# ---- design 1 ----
Design 1, cells colored by class:
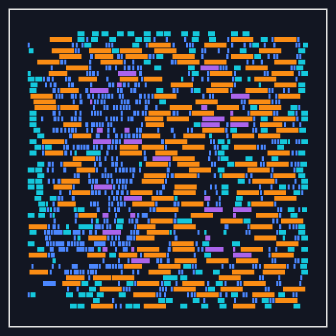
Design 1, metal 4:
Cells faint in the background.
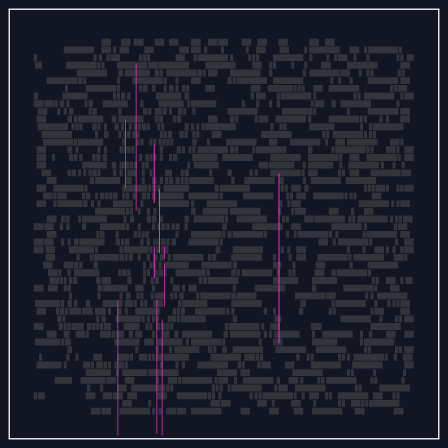
--- src/rtl/inst_fetch.sv ---
// Instruction-fetch front end: owns the PC, drives the instruction ROM and
// presents fetched words to decode through a 2-entry valid/ready buffer.
module inst_fetch #(
    parameter logic [31:0] RESET_PC = 32'h0000_0000
) (
    input  logic        clk,
    input  logic        rst_n,
    output logic        rom_ce_o,
    output logic [31:0] rom_addr_o,
    input  logic [31:0] rom_inst_i,
    output logic        id_valid_o,
    input  logic        id_ready_i,
    output logic [31:0] id_inst_o,
    output logic [31:0] id_pc_o,
    input  logic        branch_flag_i,
    input  logic [31:0] branch_target_i
);

    typedef enum logic {
        IDLE  = 1'b0,
        FETCH = 1'b1
    } state_t;

    state_t      state, state_nxt;
    logic [31:0] pc, pc_nxt;
    logic [1:0]  count, count_nxt;
    logic        pop;
    logic        can_fetch;

    // Buffer slot 0 is always the head; slot 1 is only meaningful at count 2.
    logic [31:0] inst_q [2];
    logic [31:0] pc_q   [2];

    always_ff @(posedge clk or negedge rst_n) begin
        if (!rst_n) begin
            state <= IDLE;
            pc    <= RESET_PC;
            count <= 2'd0;
        end else begin
            state <= state_nxt;
            pc    <= pc_nxt;
            count <= count_nxt;
        end
    end

    always_comb begin
        state_nxt = FETCH;
        pc_nxt    = pc;
        count_nxt = count;
        pop       = (count != 2'd0) && id_ready_i;
        can_fetch = (state == FETCH) && !branch_flag_i && ((count < 2'd2) || pop);

        // A redirect discards the buffer; a concurrent pop has already been taken by decode.
        if (branch_flag_i) begin
            pc_nxt    = {branch_target_i[31:2], 2'b00};
            count_nxt = 2'd0;
        end else if (can_fetch) begin
            pc_nxt = pc + 32'd4;
            if (!pop) begin
                count_nxt = count + 2'd1;
            end
        end else if (pop) begin
            count_nxt = count - 2'd1;
        end
    end

    // Buffer contents carry no reset; count alone says what is valid.
    always_ff @(posedge clk) begin
        if (can_fetch) begin
            if ((count == 2'd0) || ((count == 2'd1) && pop)) begin
                inst_q[0] <= rom_inst_i;
                pc_q[0]   <= pc;
            end else if (count == 2'd1) begin
                inst_q[1] <= rom_inst_i;
                pc_q[1]   <= pc;
            end else begin
                inst_q[0] <= inst_q[1];
                pc_q[0]   <= pc_q[1];
                inst_q[1] <= rom_inst_i;
                pc_q[1]   <= pc;
            end
        end else if (pop) begin
            inst_q[0] <= inst_q[1];
            pc_q[0]   <= pc_q[1];
        end
    end

    assign rom_ce_o   = can_fetch;
    assign rom_addr_o = pc;
    assign id_valid_o = (count != 2'd0);
    assign id_inst_o  = id_valid_o ? inst_q[0] : 32'h0;
    assign id_pc_o    = id_valid_o ? pc_q[0]   : 32'h0;

endmodule

--- config.mk ---
export PLATFORM = sky130hd
export DESIGN_NAME = inst_fetch
export DESIGN_NICKNAME = d
export VERILOG_FILES = /design/src/rtl/inst_fetch.sv
export SDC_FILE = /design/constraint.sdc
export NUM_CORES = 1
export LEC_CHECK = 0
export ABC_AREA = 1
export CAP_MARGIN = 20
export CORE_MARGIN = 8
export CORE_UTILIZATION = 40
export DETAILED_ROUTE_END_ITERATION = 8
export GPL_ROUTABILITY_DRIVEN = 0
export GPL_TIMING_DRIVEN = 0
export PLACE_DENSITY_LB_ADDON = 0.05
export SKIP_CTS_REPAIR_TIMING = 1
export SYNTH_ARGS = -nofsm -noshare
export SYNTH_HDL_FRONTEND = slang
export SYNTH_SLANG_ARGS = --single-unit
--- constraint.sdc ---
create_clock -name clk -period 6.2 [get_ports clk]
set_input_delay 1.24 -clock clk [delete_from_list [all_inputs] [get_ports clk]]
set_output_delay 1.24 -clock clk [all_outputs]
set_load 0.05 [all_outputs]
==> out/results.txt <==
crit-path max cell delay: 0.85 ns
Crit Reg-Reg Endpoint: inst_q[0][1]$_DFFE_PP_
antenna violations before repair: 0
pin count of the biggest net entering global routing: 34
# fillers: 1680
Syn Area/Cell: 8.95 µm²
CP bufs+invs: 5
CTS Buf Count: 17
Worst Clk Skew: 0.00950 ns
Horiz. Die Dim: 151 µm
max-slew violations: 0
clock latency on the worst-skew pair: 0.43 ns
Overall Power: 4.95 mW
Crit path arrival time: 3.56 ns
Req. time, crit path: 4.96 ns
setup ws final: 1.40 ns
first-pass GRT wire length: 29800 µm
Ports: 166
pre-CTS WS: 1.39 ns
P_seq: 1.63 mW
Log Warnings: 29
P_int: 2.77 mW
final period utilization: 0.774
Top Layout Cells: nand2_1, clkdlybuf4s50_1, edfxtp_1, inv_1, nor2_1
RSZ-0062 raised after global routing: no
Crit Reg-Reg Startpoint: count[0]$_DFFE_PN0P_
core area: 0.0180 mm²
yosys cell count: 820
leakage: 4.16 nW
met1 usage: 0.233
outcome: finished clean
Dominant comb cell: simple AND/OR/NAND/NOR gates
top layer in use: met4
Notes on 'cells colored by class' of design 1 above:
- remaining buffers and delay cells: cyan (cells 195; share of their area 19%)
- clock drivers and dummy loads: purple (cells 32; share of their area 5.7%)
- sequential cells: orange (cells 157; share of their area 47%)
- combinational and other logic: blue (cells 634; share of their area 28%)
row count: 49
fraction of area in registers: 0.461
Final Cell Area: 0.00988 mm²
Layout Utilization: 0.550

Notes on 'metal 4' of design 1 above:
- nets with wire on the layer: 8
- wire length on this layer: 343 µm
final WL: 19200 µm
DR vias: 5708


# ---- design 2 ----
Design 2, routed clock nets over the placement:
Scale bar: 50 µm.
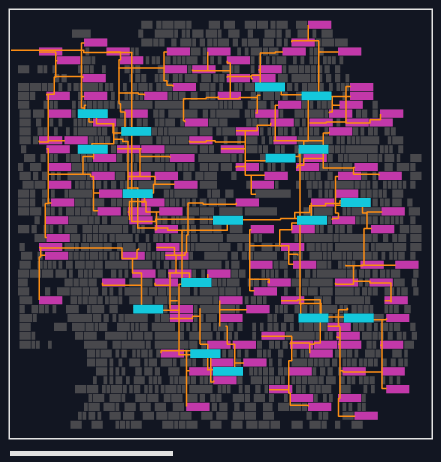
Design 2, metal 4:
Cells faint in the background.
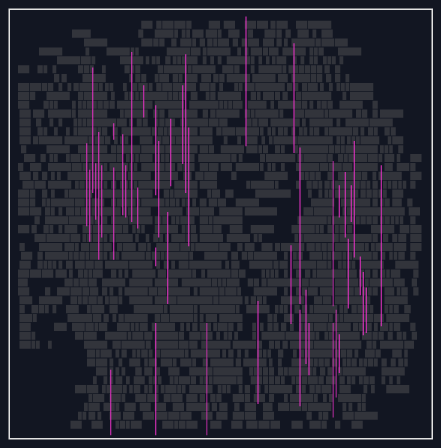
Design 2, signal metal coverage by tile:
The die is cut into 26 by 26 equal tiles; dark blue is low, red is high, scaled to the fullest tile. Values are wire area over tile area, all layers added.
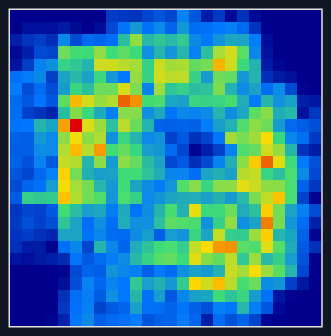
### src/rtl/hilo_pkg.sv
// Shared opcodes, state encoding and op decode for the HI/LO register unit.
package hilo_pkg;

   localparam logic [5:0] OP_MFHI  = 6'h10;
   localparam logic [5:0] OP_MTHI  = 6'h11;
   localparam logic [5:0] OP_MFLO  = 6'h12;
   localparam logic [5:0] OP_MTLO  = 6'h13;
   localparam logic [5:0] OP_MULT  = 6'h18;
   localparam logic [5:0] OP_MULTU = 6'h19;
   localparam logic [5:0] OP_DIV   = 6'h1A;
   localparam logic [5:0] OP_DIVU  = 6'h1B;

   typedef enum logic {IDLE = 1'b0, BUSY = 1'b1} hilo_state_t;

   function automatic logic is_hilo_op(input logic [5:0] op);
      case (op)
         OP_MFHI, OP_MTHI, OP_MFLO, OP_MTLO,
         OP_MULT, OP_MULTU, OP_DIV, OP_DIVU: return 1'b1;
         default:                            return 1'b0;
      endcase
   endfunction

endpackage

### src/rtl/hilo_latency_counter.sv
// Load/decrement countdown; done marks the final cycle (count == 1) of a latency window.
module hilo_latency_counter #(
   parameter int CNT_W = 6
) (
   input  logic             clk,
   input  logic             reset_n,
   input  logic             load,
   input  logic [CNT_W-1:0] load_val,
   output logic             done
);

   logic [CNT_W-1:0] count;

   always_ff @(posedge clk) begin
      if (!reset_n)
         count <= '0;
      else if (load)
         count <= load_val;
      else if (count != '0)
         count <= count - 1'b1;
   end

   assign done = (count == CNT_W'(1));

endmodule

### src/rtl/hilo_register_unit.sv
// HI/LO architectural registers with modelled mult/div latency, MF*/MT* access and stall.
// Optional build macro HILO_FORWARD_EN: forward the pending result to MFHI/MFLO in the last busy cycle.
module hilo_register_unit
   import hilo_pkg::*;
#(
   parameter int MULT_LATENCY = 4,
   parameter int DIV_LATENCY  = 32
) (
   input  logic        clk,
   input  logic        reset_n,
   input  logic [5:0]  ALU_operation,
   input  logic        op_valid,
   input  logic [31:0] ALU_HI_output,
   input  logic [31:0] ALU_LO_output,
   input  logic [31:0] operand_2,
   input  logic [31:0] mt_data,
   output logic [31:0] read_data,
   output logic        read_valid,
   output logic        stall,
   output logic        busy
);

   localparam int MAX_LAT = (MULT_LATENCY > DIV_LATENCY) ? MULT_LATENCY : DIV_LATENCY;
   localparam int CNT_W   = $clog2(MAX_LAT) + 1;

`ifdef HILO_FORWARD_EN
   localparam logic FWD_EN = 1'b1;
`else
   localparam logic FWD_EN = 1'b0;
`endif

   hilo_state_t      state, next_state;
   logic [31:0]      hi_q, lo_q, pend_hi_q, pend_lo_q;
   logic             done, cnt_load;
   logic [CNT_W-1:0] cnt_load_val;
   logic             hilo_op, is_mf, is_mul, is_div, fwd_ok, accept;

   assign hilo_op = op_valid & is_hilo_op(ALU_operation);
   assign is_mf   = (ALU_operation == OP_MFHI) | (ALU_operation == OP_MFLO);
   assign is_mul  = (ALU_operation == OP_MULT) | (ALU_operation == OP_MULTU);
   assign is_div  = (ALU_operation == OP_DIV)  | (ALU_operation == OP_DIVU);

   // Only reads may slip into the last busy cycle, and only when forwarding is built in.
   assign fwd_ok  = FWD_EN & is_mf & (state == BUSY) & done;
   assign accept  = hilo_op & ((state == IDLE) | fwd_ok);

   // A zero divisor is accepted but never starts a countdown, leaving HI/LO untouched.
   assign cnt_load     = accept & (state == IDLE) & (is_mul | (is_div & (operand_2 != '0)));
   assign cnt_load_val = is_div ? CNT_W'(DIV_LATENCY) : CNT_W'(MULT_LATENCY);

   hilo_latency_counter #(.CNT_W(CNT_W)) u_counter (
      .clk      (clk),
      .reset_n  (reset_n),
      .load     (cnt_load),
      .load_val (cnt_load_val),
      .done     (done)
   );

   always_ff @(posedge clk) begin
      if (!reset_n)
         state <= IDLE;
      else
         state <= next_state;
   end

   always_comb begin
      next_state = state;
      case (state)
         IDLE:    if (cnt_load) next_state = BUSY;
         BUSY:    if (done)     next_state = IDLE;
         default: next_state = IDLE;
      endcase
   end

   always_comb begin
      busy       = (state == BUSY);
      stall      = hilo_op & ~accept;
      read_valid = accept & is_mf;
      read_data  = '0;
      if (read_valid) begin
         if (state == BUSY)
            read_data = (ALU_operation == OP_MFHI) ? pend_hi_q : pend_lo_q;
         else
            read_data = (ALU_operation == OP_MFHI) ? hi_q : lo_q;
      end
   end

   always_ff @(posedge clk) begin
      if (!reset_n) begin
         hi_q      <= '0;
         lo_q      <= '0;
         pend_hi_q <= '0;
         pend_lo_q <= '0;
      end else begin
         if (state == BUSY && done) begin
            hi_q <= pend_hi_q;
            lo_q <= pend_lo_q;
         end else if (accept && state == IDLE) begin
            if (ALU_operation == OP_MTHI) hi_q <= mt_data;
            if (ALU_operation == OP_MTLO) lo_q <= mt_data;
         end
         if (cnt_load) begin
            pend_hi_q <= ALU_HI_output;
            pend_lo_q <= ALU_LO_output;
         end
      end
   end

endmodule

### config.mk
export PLATFORM = sky130hd
export DESIGN_NAME = hilo_register_unit
export DESIGN_NICKNAME = d
export VERILOG_FILES = /design/src/rtl/hilo_pkg.sv /design/src/rtl/hilo_latency_counter.sv /design/src/rtl/hilo_register_unit.sv
export SDC_FILE = /design/constraint.sdc
export NUM_CORES = 1
export LEC_CHECK = 0
export ABC_AREA = 1
export CAP_MARGIN = 20
export CORE_AREA = 2 2 127 129
export CTS_CLUSTER_SIZE = 25
export DETAILED_ROUTE_END_ITERATION = 8
export DIE_AREA = 0 0 129 131
export PLACE_DENSITY = 0.76
export SLEW_MARGIN = 20
export SYNTH_ARGS = -nofsm -noshare
export SYNTH_HDL_FRONTEND = slang
export SYNTH_SLANG_ARGS = --single-unit
### constraint.sdc
create_clock -name clk -period 1.91 [get_ports clk]
set_clock_uncertainty 0.2 [all_clocks]
set_input_delay 0.382 -clock clk [delete_from_list [all_inputs] [get_ports clk]]
set_output_delay 0.382 -clock clk [all_outputs]
set_load 0.005 [all_outputs]
==> out/results.txt <==
Inst Count DP: 1441
met2 routed wirelength: 13500 µm
setup ws final: -0.535 ns
library cells used by synthesis: 26
yosys cell count: 1077
Final Hold Slack: 0.248 ns
part of the power in combinational logic: 0.173
DP Area: 0.00911 mm²
comb. cell area: 0.00417 mm²
core area: 0.0156 mm²
R2R setup slack: -0.04 ns
Setup-failing EPs final: 42
peak supply drop: 0.000835 V
max-slew violations: 0
row count: 46
failing checks: negative setup slack
GR peak layer: met2
Fin Setup TNS: -14.56 ns
outcome: complete, but fails checks
Non-clk invs: 57
RSZ-0062 raised after global routing: yes
About 'routed clock nets over the placement' of design 2:
- clock drivers: cyan (count 17)
- flip-flops: magenta (count 135)
- clock wires: orange (length 1740 µm)
- flops lie: widely spread
- routed clock nets: 18
clock latency on the worst-skew pair: 0.41 ns
clock share of power: 0.449
P_clk: 3.57 mW

About 'metal 4' of design 2:
- nets with wire on the layer: 39
- main direction: vertical
- wire length on this layer: 1150 µm
- longest straight run: 51.7 µm
- share of all routed wire: 4.1%
final WL: 27900 µm
DR vias: 8482

About 'signal metal coverage by tile' of design 2:
- mean over tiles: 0.28
- tiles over half the peak: 23%
- nearly empty tiles: 11%
- fullest tile: 0.87
Routed WL per cell: 18.2 µm
gr usage total: 0.300


# ---- design 3 ----
Design 3, where the registers sit:
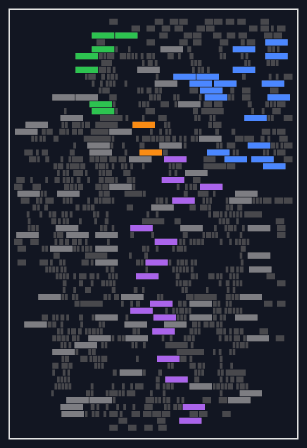
File: src/rtl/ltc2387_pkg.sv
// Shared state encoding and default sizing for the LTC2387 acquisition sequencer.
package ltc2387_pkg;

   localparam int ADC_WIDTH_DEF      = 18;
   localparam int MIN_PERIOD_DEF     = 8;
   localparam int TIMEOUT_CYCLES_DEF = 64;

   typedef enum logic [1:0] {
      IDLE  = 2'd0,
      WAIT  = 2'd1,
      CONV  = 2'd2,
      DRAIN = 2'd3
   } acq_state_t;

endpackage

File: src/rtl/ltc2387_out_reg.sv
// One-entry valid/ready output register; a load that finds the entry still
// occupied and not being consumed is dropped and flagged as an overflow.
module ltc2387_out_reg
   import ltc2387_pkg::*;
#(
   parameter int WIDTH = ADC_WIDTH_DEF
) (
   input  logic             i_clk,
   input  logic             i_rst,
   input  logic             i_load,
   input  logic [WIDTH-1:0] i_data,
   input  logic             i_last,
   input  logic             i_ready,
   output logic [WIDTH-1:0] o_data,
   output logic             o_valid,
   output logic             o_last,
   output logic             o_overflow
);

   logic [WIDTH-1:0] r_data;
   logic             r_valid;
   logic             r_last;
   logic             w_blocked;

   assign w_blocked  = r_valid & ~i_ready;
   assign o_overflow = i_load & w_blocked;

   always_ff @(posedge i_clk or posedge i_rst) begin
      if (i_rst) begin
         r_data  <= '0;
         r_valid <= 1'b0;
         r_last  <= 1'b0;
      end else if (i_load && !w_blocked) begin
         // A handshake in the same cycle frees the entry for the new sample.
         r_data  <= i_data;
         r_valid <= 1'b1;
         r_last  <= i_last;
      end else if (r_valid && i_ready) begin
         r_valid <= 1'b0;
         r_last  <= 1'b0;
      end
   end

   assign o_data  = r_data;
   assign o_valid = r_valid;
   assign o_last  = r_last;

endmodule

File: src/rtl/ltc2387_acq_ctrl.sv
// Acquisition sequencer: periodic ADC triggers, sample collection, burst or
// continuous runs, stream output with end marking, timeout/overflow flags.
module ltc2387_acq_ctrl
   import ltc2387_pkg::*;
#(
   parameter int ADC_WIDTH      = ADC_WIDTH_DEF,
   parameter int PERIOD_WIDTH   = 16,
   parameter int COUNT_WIDTH    = 16,
   parameter int MIN_PERIOD     = MIN_PERIOD_DEF,
   parameter int TIMEOUT_CYCLES = TIMEOUT_CYCLES_DEF
) (
   input  logic                    sys_clk_int,
   input  logic                    reset_int,
   input  logic                    start,
   input  logic                    stop,
   input  logic                    continuous,
   input  logic [PERIOD_WIDTH-1:0] period,
   input  logic [COUNT_WIDTH-1:0]  burst_len,
   output logic                    trig_int,
   input  logic [ADC_WIDTH-1:0]    adc_data_in,
   input  logic                    adc_data_in_valid,
   output logic [ADC_WIDTH-1:0]    m_data,
   output logic                    m_valid,
   input  logic                    m_ready,
   output logic                    m_last,
   output logic                    busy,
   output logic                    done,
   output logic [COUNT_WIDTH-1:0]  sample_cnt,
   output logic                    err_timeout,
   output logic                    err_overflow,
   input  logic                    clear_err
);

   localparam int TW = $clog2(TIMEOUT_CYCLES + 1);

   acq_state_t              r_state;
   acq_state_t              w_state_nxt;
   logic [PERIOD_WIDTH-1:0] r_period;
   logic [PERIOD_WIDTH-1:0] r_pcnt;
   logic [PERIOD_WIDTH-1:0] w_eff_in;
   logic [PERIOD_WIDTH-1:0] w_reload;
   logic [COUNT_WIDTH-1:0]  r_burst_len;
   logic [COUNT_WIDTH-1:0]  r_sample_cnt;
   logic [COUNT_WIDTH-1:0]  w_cnt_inc;
   logic [TW-1:0]           r_tcnt;
   logic                    r_cont;
   logic                    r_stop_pend;
   logic                    r_trig;
   logic                    r_done;
   logic                    r_err_to;
   logic                    r_err_ovf;
   logic                    w_accept;
   logic                    w_fire;
   logic                    w_capture;
   logic                    w_final;
   logic                    w_timeout;
   logic                    w_done_nxt;
   logic                    w_ovf;

   assign w_eff_in  = (period < PERIOD_WIDTH'(MIN_PERIOD)) ? PERIOD_WIDTH'(MIN_PERIOD) : period;
   assign w_reload  = w_accept ? w_eff_in : r_period;
   assign w_cnt_inc = r_sample_cnt + COUNT_WIDTH'(1);

   always_ff @(posedge sys_clk_int or posedge reset_int) begin
      if (reset_int) r_state <= IDLE;
      else           r_state <= w_state_nxt;
   end

   // An accepted start fires the first trigger directly: the period counter
   // is conceptually 0 on entry to WAIT, so WAIT would fire immediately.
   always_comb begin
      w_state_nxt = r_state;
      w_accept    = 1'b0;
      w_fire      = 1'b0;
      w_capture   = 1'b0;
      w_final     = 1'b0;
      w_timeout   = 1'b0;
      w_done_nxt  = 1'b0;
      case (r_state)
         IDLE: begin
            if (start && !stop) begin
               w_accept = 1'b1;
               if (!continuous && burst_len == '0) begin
                  w_state_nxt = DRAIN;
               end else begin
                  w_fire      = 1'b1;
                  w_state_nxt = CONV;
               end
            end
         end
         WAIT: begin
            if (stop) begin
               w_state_nxt = DRAIN;
            end else if (r_pcnt == '0) begin
               w_fire      = 1'b1;
               w_state_nxt = CONV;
            end
         end
         CONV: begin
            if (adc_data_in_valid) begin
               w_capture   = 1'b1;
               w_final     = (!r_cont && w_cnt_inc == r_burst_len) || r_stop_pend || stop;
               w_state_nxt = w_final ? DRAIN : WAIT;
            end else if (r_tcnt == TW'(TIMEOUT_CYCLES - 1)) begin
               w_timeout   = 1'b1;
               w_state_nxt = DRAIN;
            end
         end
         DRAIN: begin
            if (!m_valid) begin
               w_done_nxt  = 1'b1;
               w_state_nxt = IDLE;
            end
         end
         default: w_state_nxt = IDLE;
      endcase
   end

   always_ff @(posedge sys_clk_int or posedge reset_int) begin
      if (reset_int) begin
         r_period     <= '0;
         r_pcnt       <= '0;
         r_burst_len  <= '0;
         r_sample_cnt <= '0;
         r_tcnt       <= '0;
         r_cont       <= 1'b0;
         r_stop_pend  <= 1'b0;
         r_trig       <= 1'b0;
         r_done       <= 1'b0;
         r_err_to     <= 1'b0;
         r_err_ovf    <= 1'b0;
      end else begin
         r_trig <= w_fire;
         r_done <= w_done_nxt;
         if (w_accept) begin
            r_period     <= w_eff_in;
            r_burst_len  <= burst_len;
            r_cont       <= continuous;
            r_sample_cnt <= '0;
            r_stop_pend  <= 1'b0;
         end
         if (w_fire) begin
            r_pcnt <= w_reload - PERIOD_WIDTH'(1);
            r_tcnt <= '0;
         end else begin
            if (r_pcnt != '0)     r_pcnt <= r_pcnt - PERIOD_WIDTH'(1);
            if (r_state == CONV)  r_tcnt <= r_tcnt + TW'(1);
         end
         if (w_capture)               r_sample_cnt <= w_cnt_inc;
         if (r_state == CONV && stop) r_stop_pend  <= 1'b1;
         r_err_to  <= w_timeout | (r_err_to & ~clear_err);
         r_err_ovf <= w_ovf | (r_err_ovf & ~clear_err);
      end
   end

   ltc2387_out_reg #(
      .WIDTH (ADC_WIDTH)
   ) u_out_reg (
      .i_clk      (sys_clk_int),
      .i_rst      (reset_int),
      .i_load     (w_capture),
      .i_data     (adc_data_in),
      .i_last     (w_final),
      .i_ready    (m_ready),
      .o_data     (m_data),
      .o_valid    (m_valid),
      .o_last     (m_last),
      .o_overflow (w_ovf)
   );

   assign trig_int     = r_trig;
   assign done         = r_done;
   assign busy         = (r_state != IDLE);
   assign sample_cnt   = r_sample_cnt;
   assign err_timeout  = r_err_to;
   assign err_overflow = r_err_ovf;

endmodule

File: config.mk
export PLATFORM = sky130hd
export DESIGN_NAME = ltc2387_acq_ctrl
export DESIGN_NICKNAME = d
export VERILOG_FILES = /design/src/rtl/ltc2387_pkg.sv /design/src/rtl/ltc2387_out_reg.sv /design/src/rtl/ltc2387_acq_ctrl.sv
export SDC_FILE = /design/constraint.sdc
export NUM_CORES = 1
export LEC_CHECK = 0
export ABC_AREA = 1
export CAP_MARGIN = 20
export CORE_ASPECT_RATIO = 1.5
export CORE_UTILIZATION = 30
export CTS_CLUSTER_SIZE = 14
export DETAILED_ROUTE_END_ITERATION = 12
export PLACE_DENSITY = 0.47
export SLEW_MARGIN = 5
export SYNTH_ARGS = -nofsm -noshare
export SYNTH_HDL_FRONTEND = slang
export SYNTH_HIERARCHICAL = 1
export SYNTH_SLANG_ARGS = --single-unit
File: constraint.sdc
create_clock -name sys_clk_int -period 3.46 [get_ports sys_clk_int]
set_input_delay 0.692 -clock sys_clk_int [delete_from_list [all_inputs] [get_ports sys_clk_int]]
set_output_delay 0.692 -clock sys_clk_int [all_outputs]
set_load 0.005 [all_outputs]
==> out/results.txt <==
yosys cell count: 771
Iter 0 DRT Violations: 223
DR vias: 5142
peak supply drop: 0.000363 V
Seq share, synth: 0.443
CTS sink cnt: 99
vias per cell: 4.59
crit path cell chain: clkdlybuf4s50_1 -> nor2_1 -> nand3_1 -> nor2_1 -> nand2_1 -> nand2_8 -> nand2_4 -> nor2_1 -> inv_1 -> o21ai_0 -> a21oi_1
CP bufs+invs: 2
WL met1: 6340 µm
Max Freq: 0.351 GHz
Crit Path Class: in -> reg
logic share of the area: 0.362
Worst Clk Skew: 0.00874 ns
RSZ-0062 raised after global routing: no
Cell Count, Final, Fillers Out: 1120
hold_sp: u_out_reg/o_data[9]$_DFFE_PP0P_
MUX area fraction: 0
row count: 60
Synth async-reset ratio: 1.00
minimum clock period: 2.84 ns
DP Area: 0.00682 mm²
Multi-In Gates: 553
layout cell share with drive strength beyond 1: 0.0768
Crit Reg-Reg Startpoint: r_state[0]$_DFFE_PP0P_
setup ws final: 0.615 ns
yosys warns: 6
worst setup path end: r_pcnt[7]$_DFFE_PP0P_
area taken by flip-flops and latches: 0.00248 mm²
leakage: 3.42 nW
CTS Hold Bufs: 0
clock transition at the registers of the reported paths: 0.07 ns
Log Warnings: 26
Resized cells post-CTS: 0
outcome: finished clean
Synth Area in Adders: 0.00671
global-route met2 utilization: 0.331
pin count of the biggest net entering global routing: 38
H-tree Lvls: 3
DRT Pass-1 Iters: 5
worst rel slew slack: 0.338
r2r worst-path depth: 11
hold path depth: 2
About 'where the registers sit' of design 3:
- r_tcnt: green (flops 7)
- r_burst_len: purple (flops 16)
- u_out_reg/o_data: blue (flops 18; where top right)
- r_state: orange (flops 2)
P_seq: 2.06 mW
fraction of area in registers: 0.346
Layout Utilization: 0.395


# ---- design 4 ----
Design 4, signal metal coverage by tile:
The die is cut into 23 by 23 equal tiles; dark blue is low, red is high, scaled to the fullest tile. Values are wire area over tile area, all layers added.
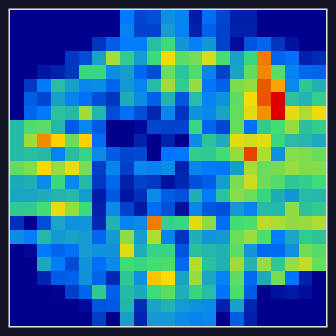
Design 4, metal 4:
Cells faint in the background.
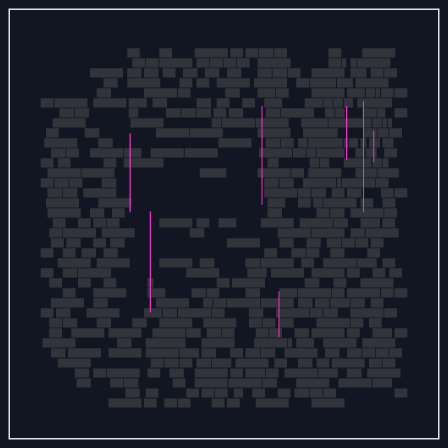
Design 4, routed clock nets over the placement:
Scale bar: 20 µm.
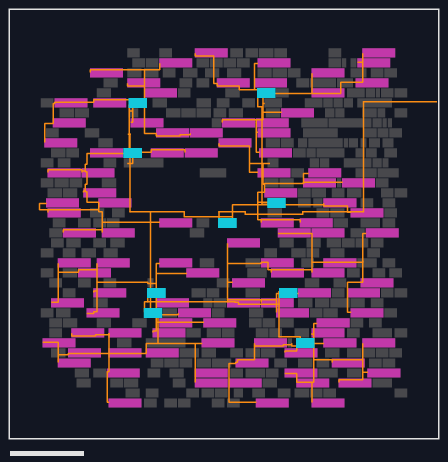
--- src/rtl/demux1to4_buf.sv ---
// Buffered 1-to-4 demux: one-entry register per channel, 1-cycle latency, no comb in->out path.
// in_ready is combinational; a stalled channel blocks only its own traffic and broadcasts.
module demux1to4_buf #(
  parameter int WIDTH = 24
) (
  input  logic               clk,
  input  logic               reset,
  input  logic               in_valid,
  output logic               in_ready,
  input  logic [WIDTH-1:0]   in_data,
  input  logic [1:0]         in_sel,
  input  logic               in_bcast,
  output logic [3:0]         out_valid,
  input  logic [3:0]         out_ready,
  output logic [4*WIDTH-1:0] out_data,
  output logic [2:0]         pending
);

  logic [3:0]            full_q, full_d;
  logic [3:0][WIDTH-1:0] data_q, data_d;
  logic [2:0]            pending_q, pending_d;
  logic [3:0]            free;
  logic [3:0]            load;
  logic                  accept;

  // A full channel being drained this cycle can take a new word in the same edge.
  always_comb begin
    free     = ~full_q | out_ready;
    in_ready = in_bcast ? (&free) : free[in_sel];
    accept   = in_valid & in_ready;
  end

  always_comb begin
    load      = '0;
    full_d    = full_q;
    data_d    = data_q;
    pending_d = '0;
    for (int i = 0; i < 4; i++) begin
      load[i]   = accept & (in_bcast | (in_sel == 2'(i)));
      full_d[i] = load[i] | (full_q[i] & ~out_ready[i]);
      if (load[i]) begin
        data_d[i] = in_data;
      end
      pending_d = pending_d + {2'b00, full_d[i]};
    end
  end

  always_ff @(posedge clk or posedge reset) begin
    if (reset) begin
      full_q    <= '0;
      data_q    <= '0;
      pending_q <= '0;
    end else begin
      full_q    <= full_d;
      data_q    <= data_d;
      pending_q <= pending_d;
    end
  end

  assign out_valid = full_q;
  assign out_data  = data_q;
  assign pending   = pending_q;

endmodule

--- config.mk ---
export PLATFORM = sky130hd
export DESIGN_NAME = demux1to4_buf
export DESIGN_NICKNAME = d
export VERILOG_FILES = /design/src/rtl/demux1to4_buf.sv
export SDC_FILE = /design/constraint.sdc
export NUM_CORES = 1
export LEC_CHECK = 0
export CAP_MARGIN = 5
export CORE_MARGIN = 8
export CORE_UTILIZATION = 41
export DETAILED_ROUTE_END_ITERATION = 6
export GPL_ROUTABILITY_DRIVEN = 0
export PLACE_DENSITY = 0.76
export SETUP_SLACK_MARGIN = 0.5
export SYNTH_ARGS = -nofsm -noshare
export SYNTH_HDL_FRONTEND = slang
export SYNTH_SLANG_ARGS = --single-unit
--- constraint.sdc ---
create_clock -name clk -period 4.1 [get_ports clk]
set_input_delay 1.23 -clock clk [delete_from_list [all_inputs] [get_ports clk]]
set_output_delay 1.23 -clock clk [all_outputs]
set_load 0.005 [all_outputs]
==> out/results.txt <==
WL met1: 4120 µm
top layer in use: met4
Crit Path Class: in -> out
Antenna diodes: 0
layout cell share with drive strength beyond 1: 0.256
leakage: 2.51 nW
Multi-In Gates: 122
cell with the most instances after synthesis: dfrtp_1
pin count of the biggest net entering global routing: 51
Inst Count DP: 515
Crit Reg-Reg Startpoint: out_valid[1]$_DFF_PP0_
area taken by flip-flops and latches: 0.00258 mm²
MUX area fraction: 0.271
Layout Utilization: 0.608
CP delay by family, top: buffers and inverters
Overall Power: 3.64 mW
Max Freq: 0.279 GHz
TAP cells: 133
comb. cell area: 0.00147 mm²
outcome: finished clean
Ports: 138
P&R area growth vs syn: 43.8%
syn nets: 276
Synth Area in Adders: 0.0109
Non-clk invs: 6
Resized cells post-CTS: 11
register share of total power: 0.427
crit-path max cell delay: 0.50 ns
Biggest consumer: registers
max FFs per register: 96
cell type with the largest total area after synthesis: dfrtp_1
Die H: 116 µm
critical path startpoint category: input port
yosys warns: 0
About 'signal metal coverage by tile' of design 4:
- emptiest ninth of the die: top left
- mean over tiles: 0.12
- nearly empty tiles: 17%
- fullest tile: 0.41
gr usage total: 0.157
Routed WL per cell: 19.1 µm
DR vias: 2579

About 'metal 4' of design 4:
- share of all routed wire: 1.4%
- main direction: vertical
- nets with wire on the layer: 4
- longest straight run: 29.9 µm
- wire length on this layer: 139 µm
final WL: 10100 µm

About 'routed clock nets over the placement' of design 4:
- clock wires: orange (length 1210 µm)
- flip-flops: magenta (count 103)
- clock drivers: cyan (count 9)
- flops lie: widely spread
- routed clock nets: 10
P_clk: 700 µW
clock latency on the worst-skew pair: 0.36 ns
clock share of power: 0.192
Worst Clk Skew: 0.00615 ns



==> gallery <==
Cells colored by class.
picture 1
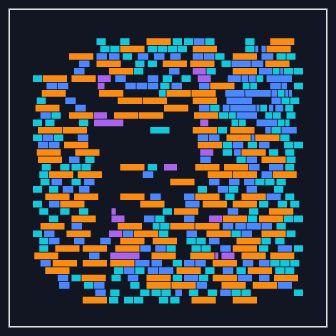
picture 2
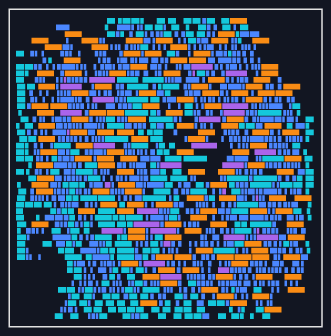
picture 3
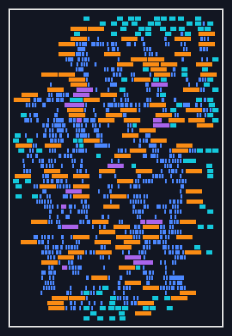
Of these, most cells: picture 2
Of these, fewest cells: picture 1
Design 2 is picture 2.
Design 4 is picture 1.
Design 3 is picture 3.

Key to picture 1:
- remaining buffers and delay cells: cyan (cells 151; share of their area 26%)
- sequential cells: orange (cells 103; share of their area 45%)
- clock drivers and dummy loads: purple (cells 16; share of their area 3.9%)
- combinational and other logic: blue (cells 128; share of their area 26%)

Power and IR drop assume default switching activity.
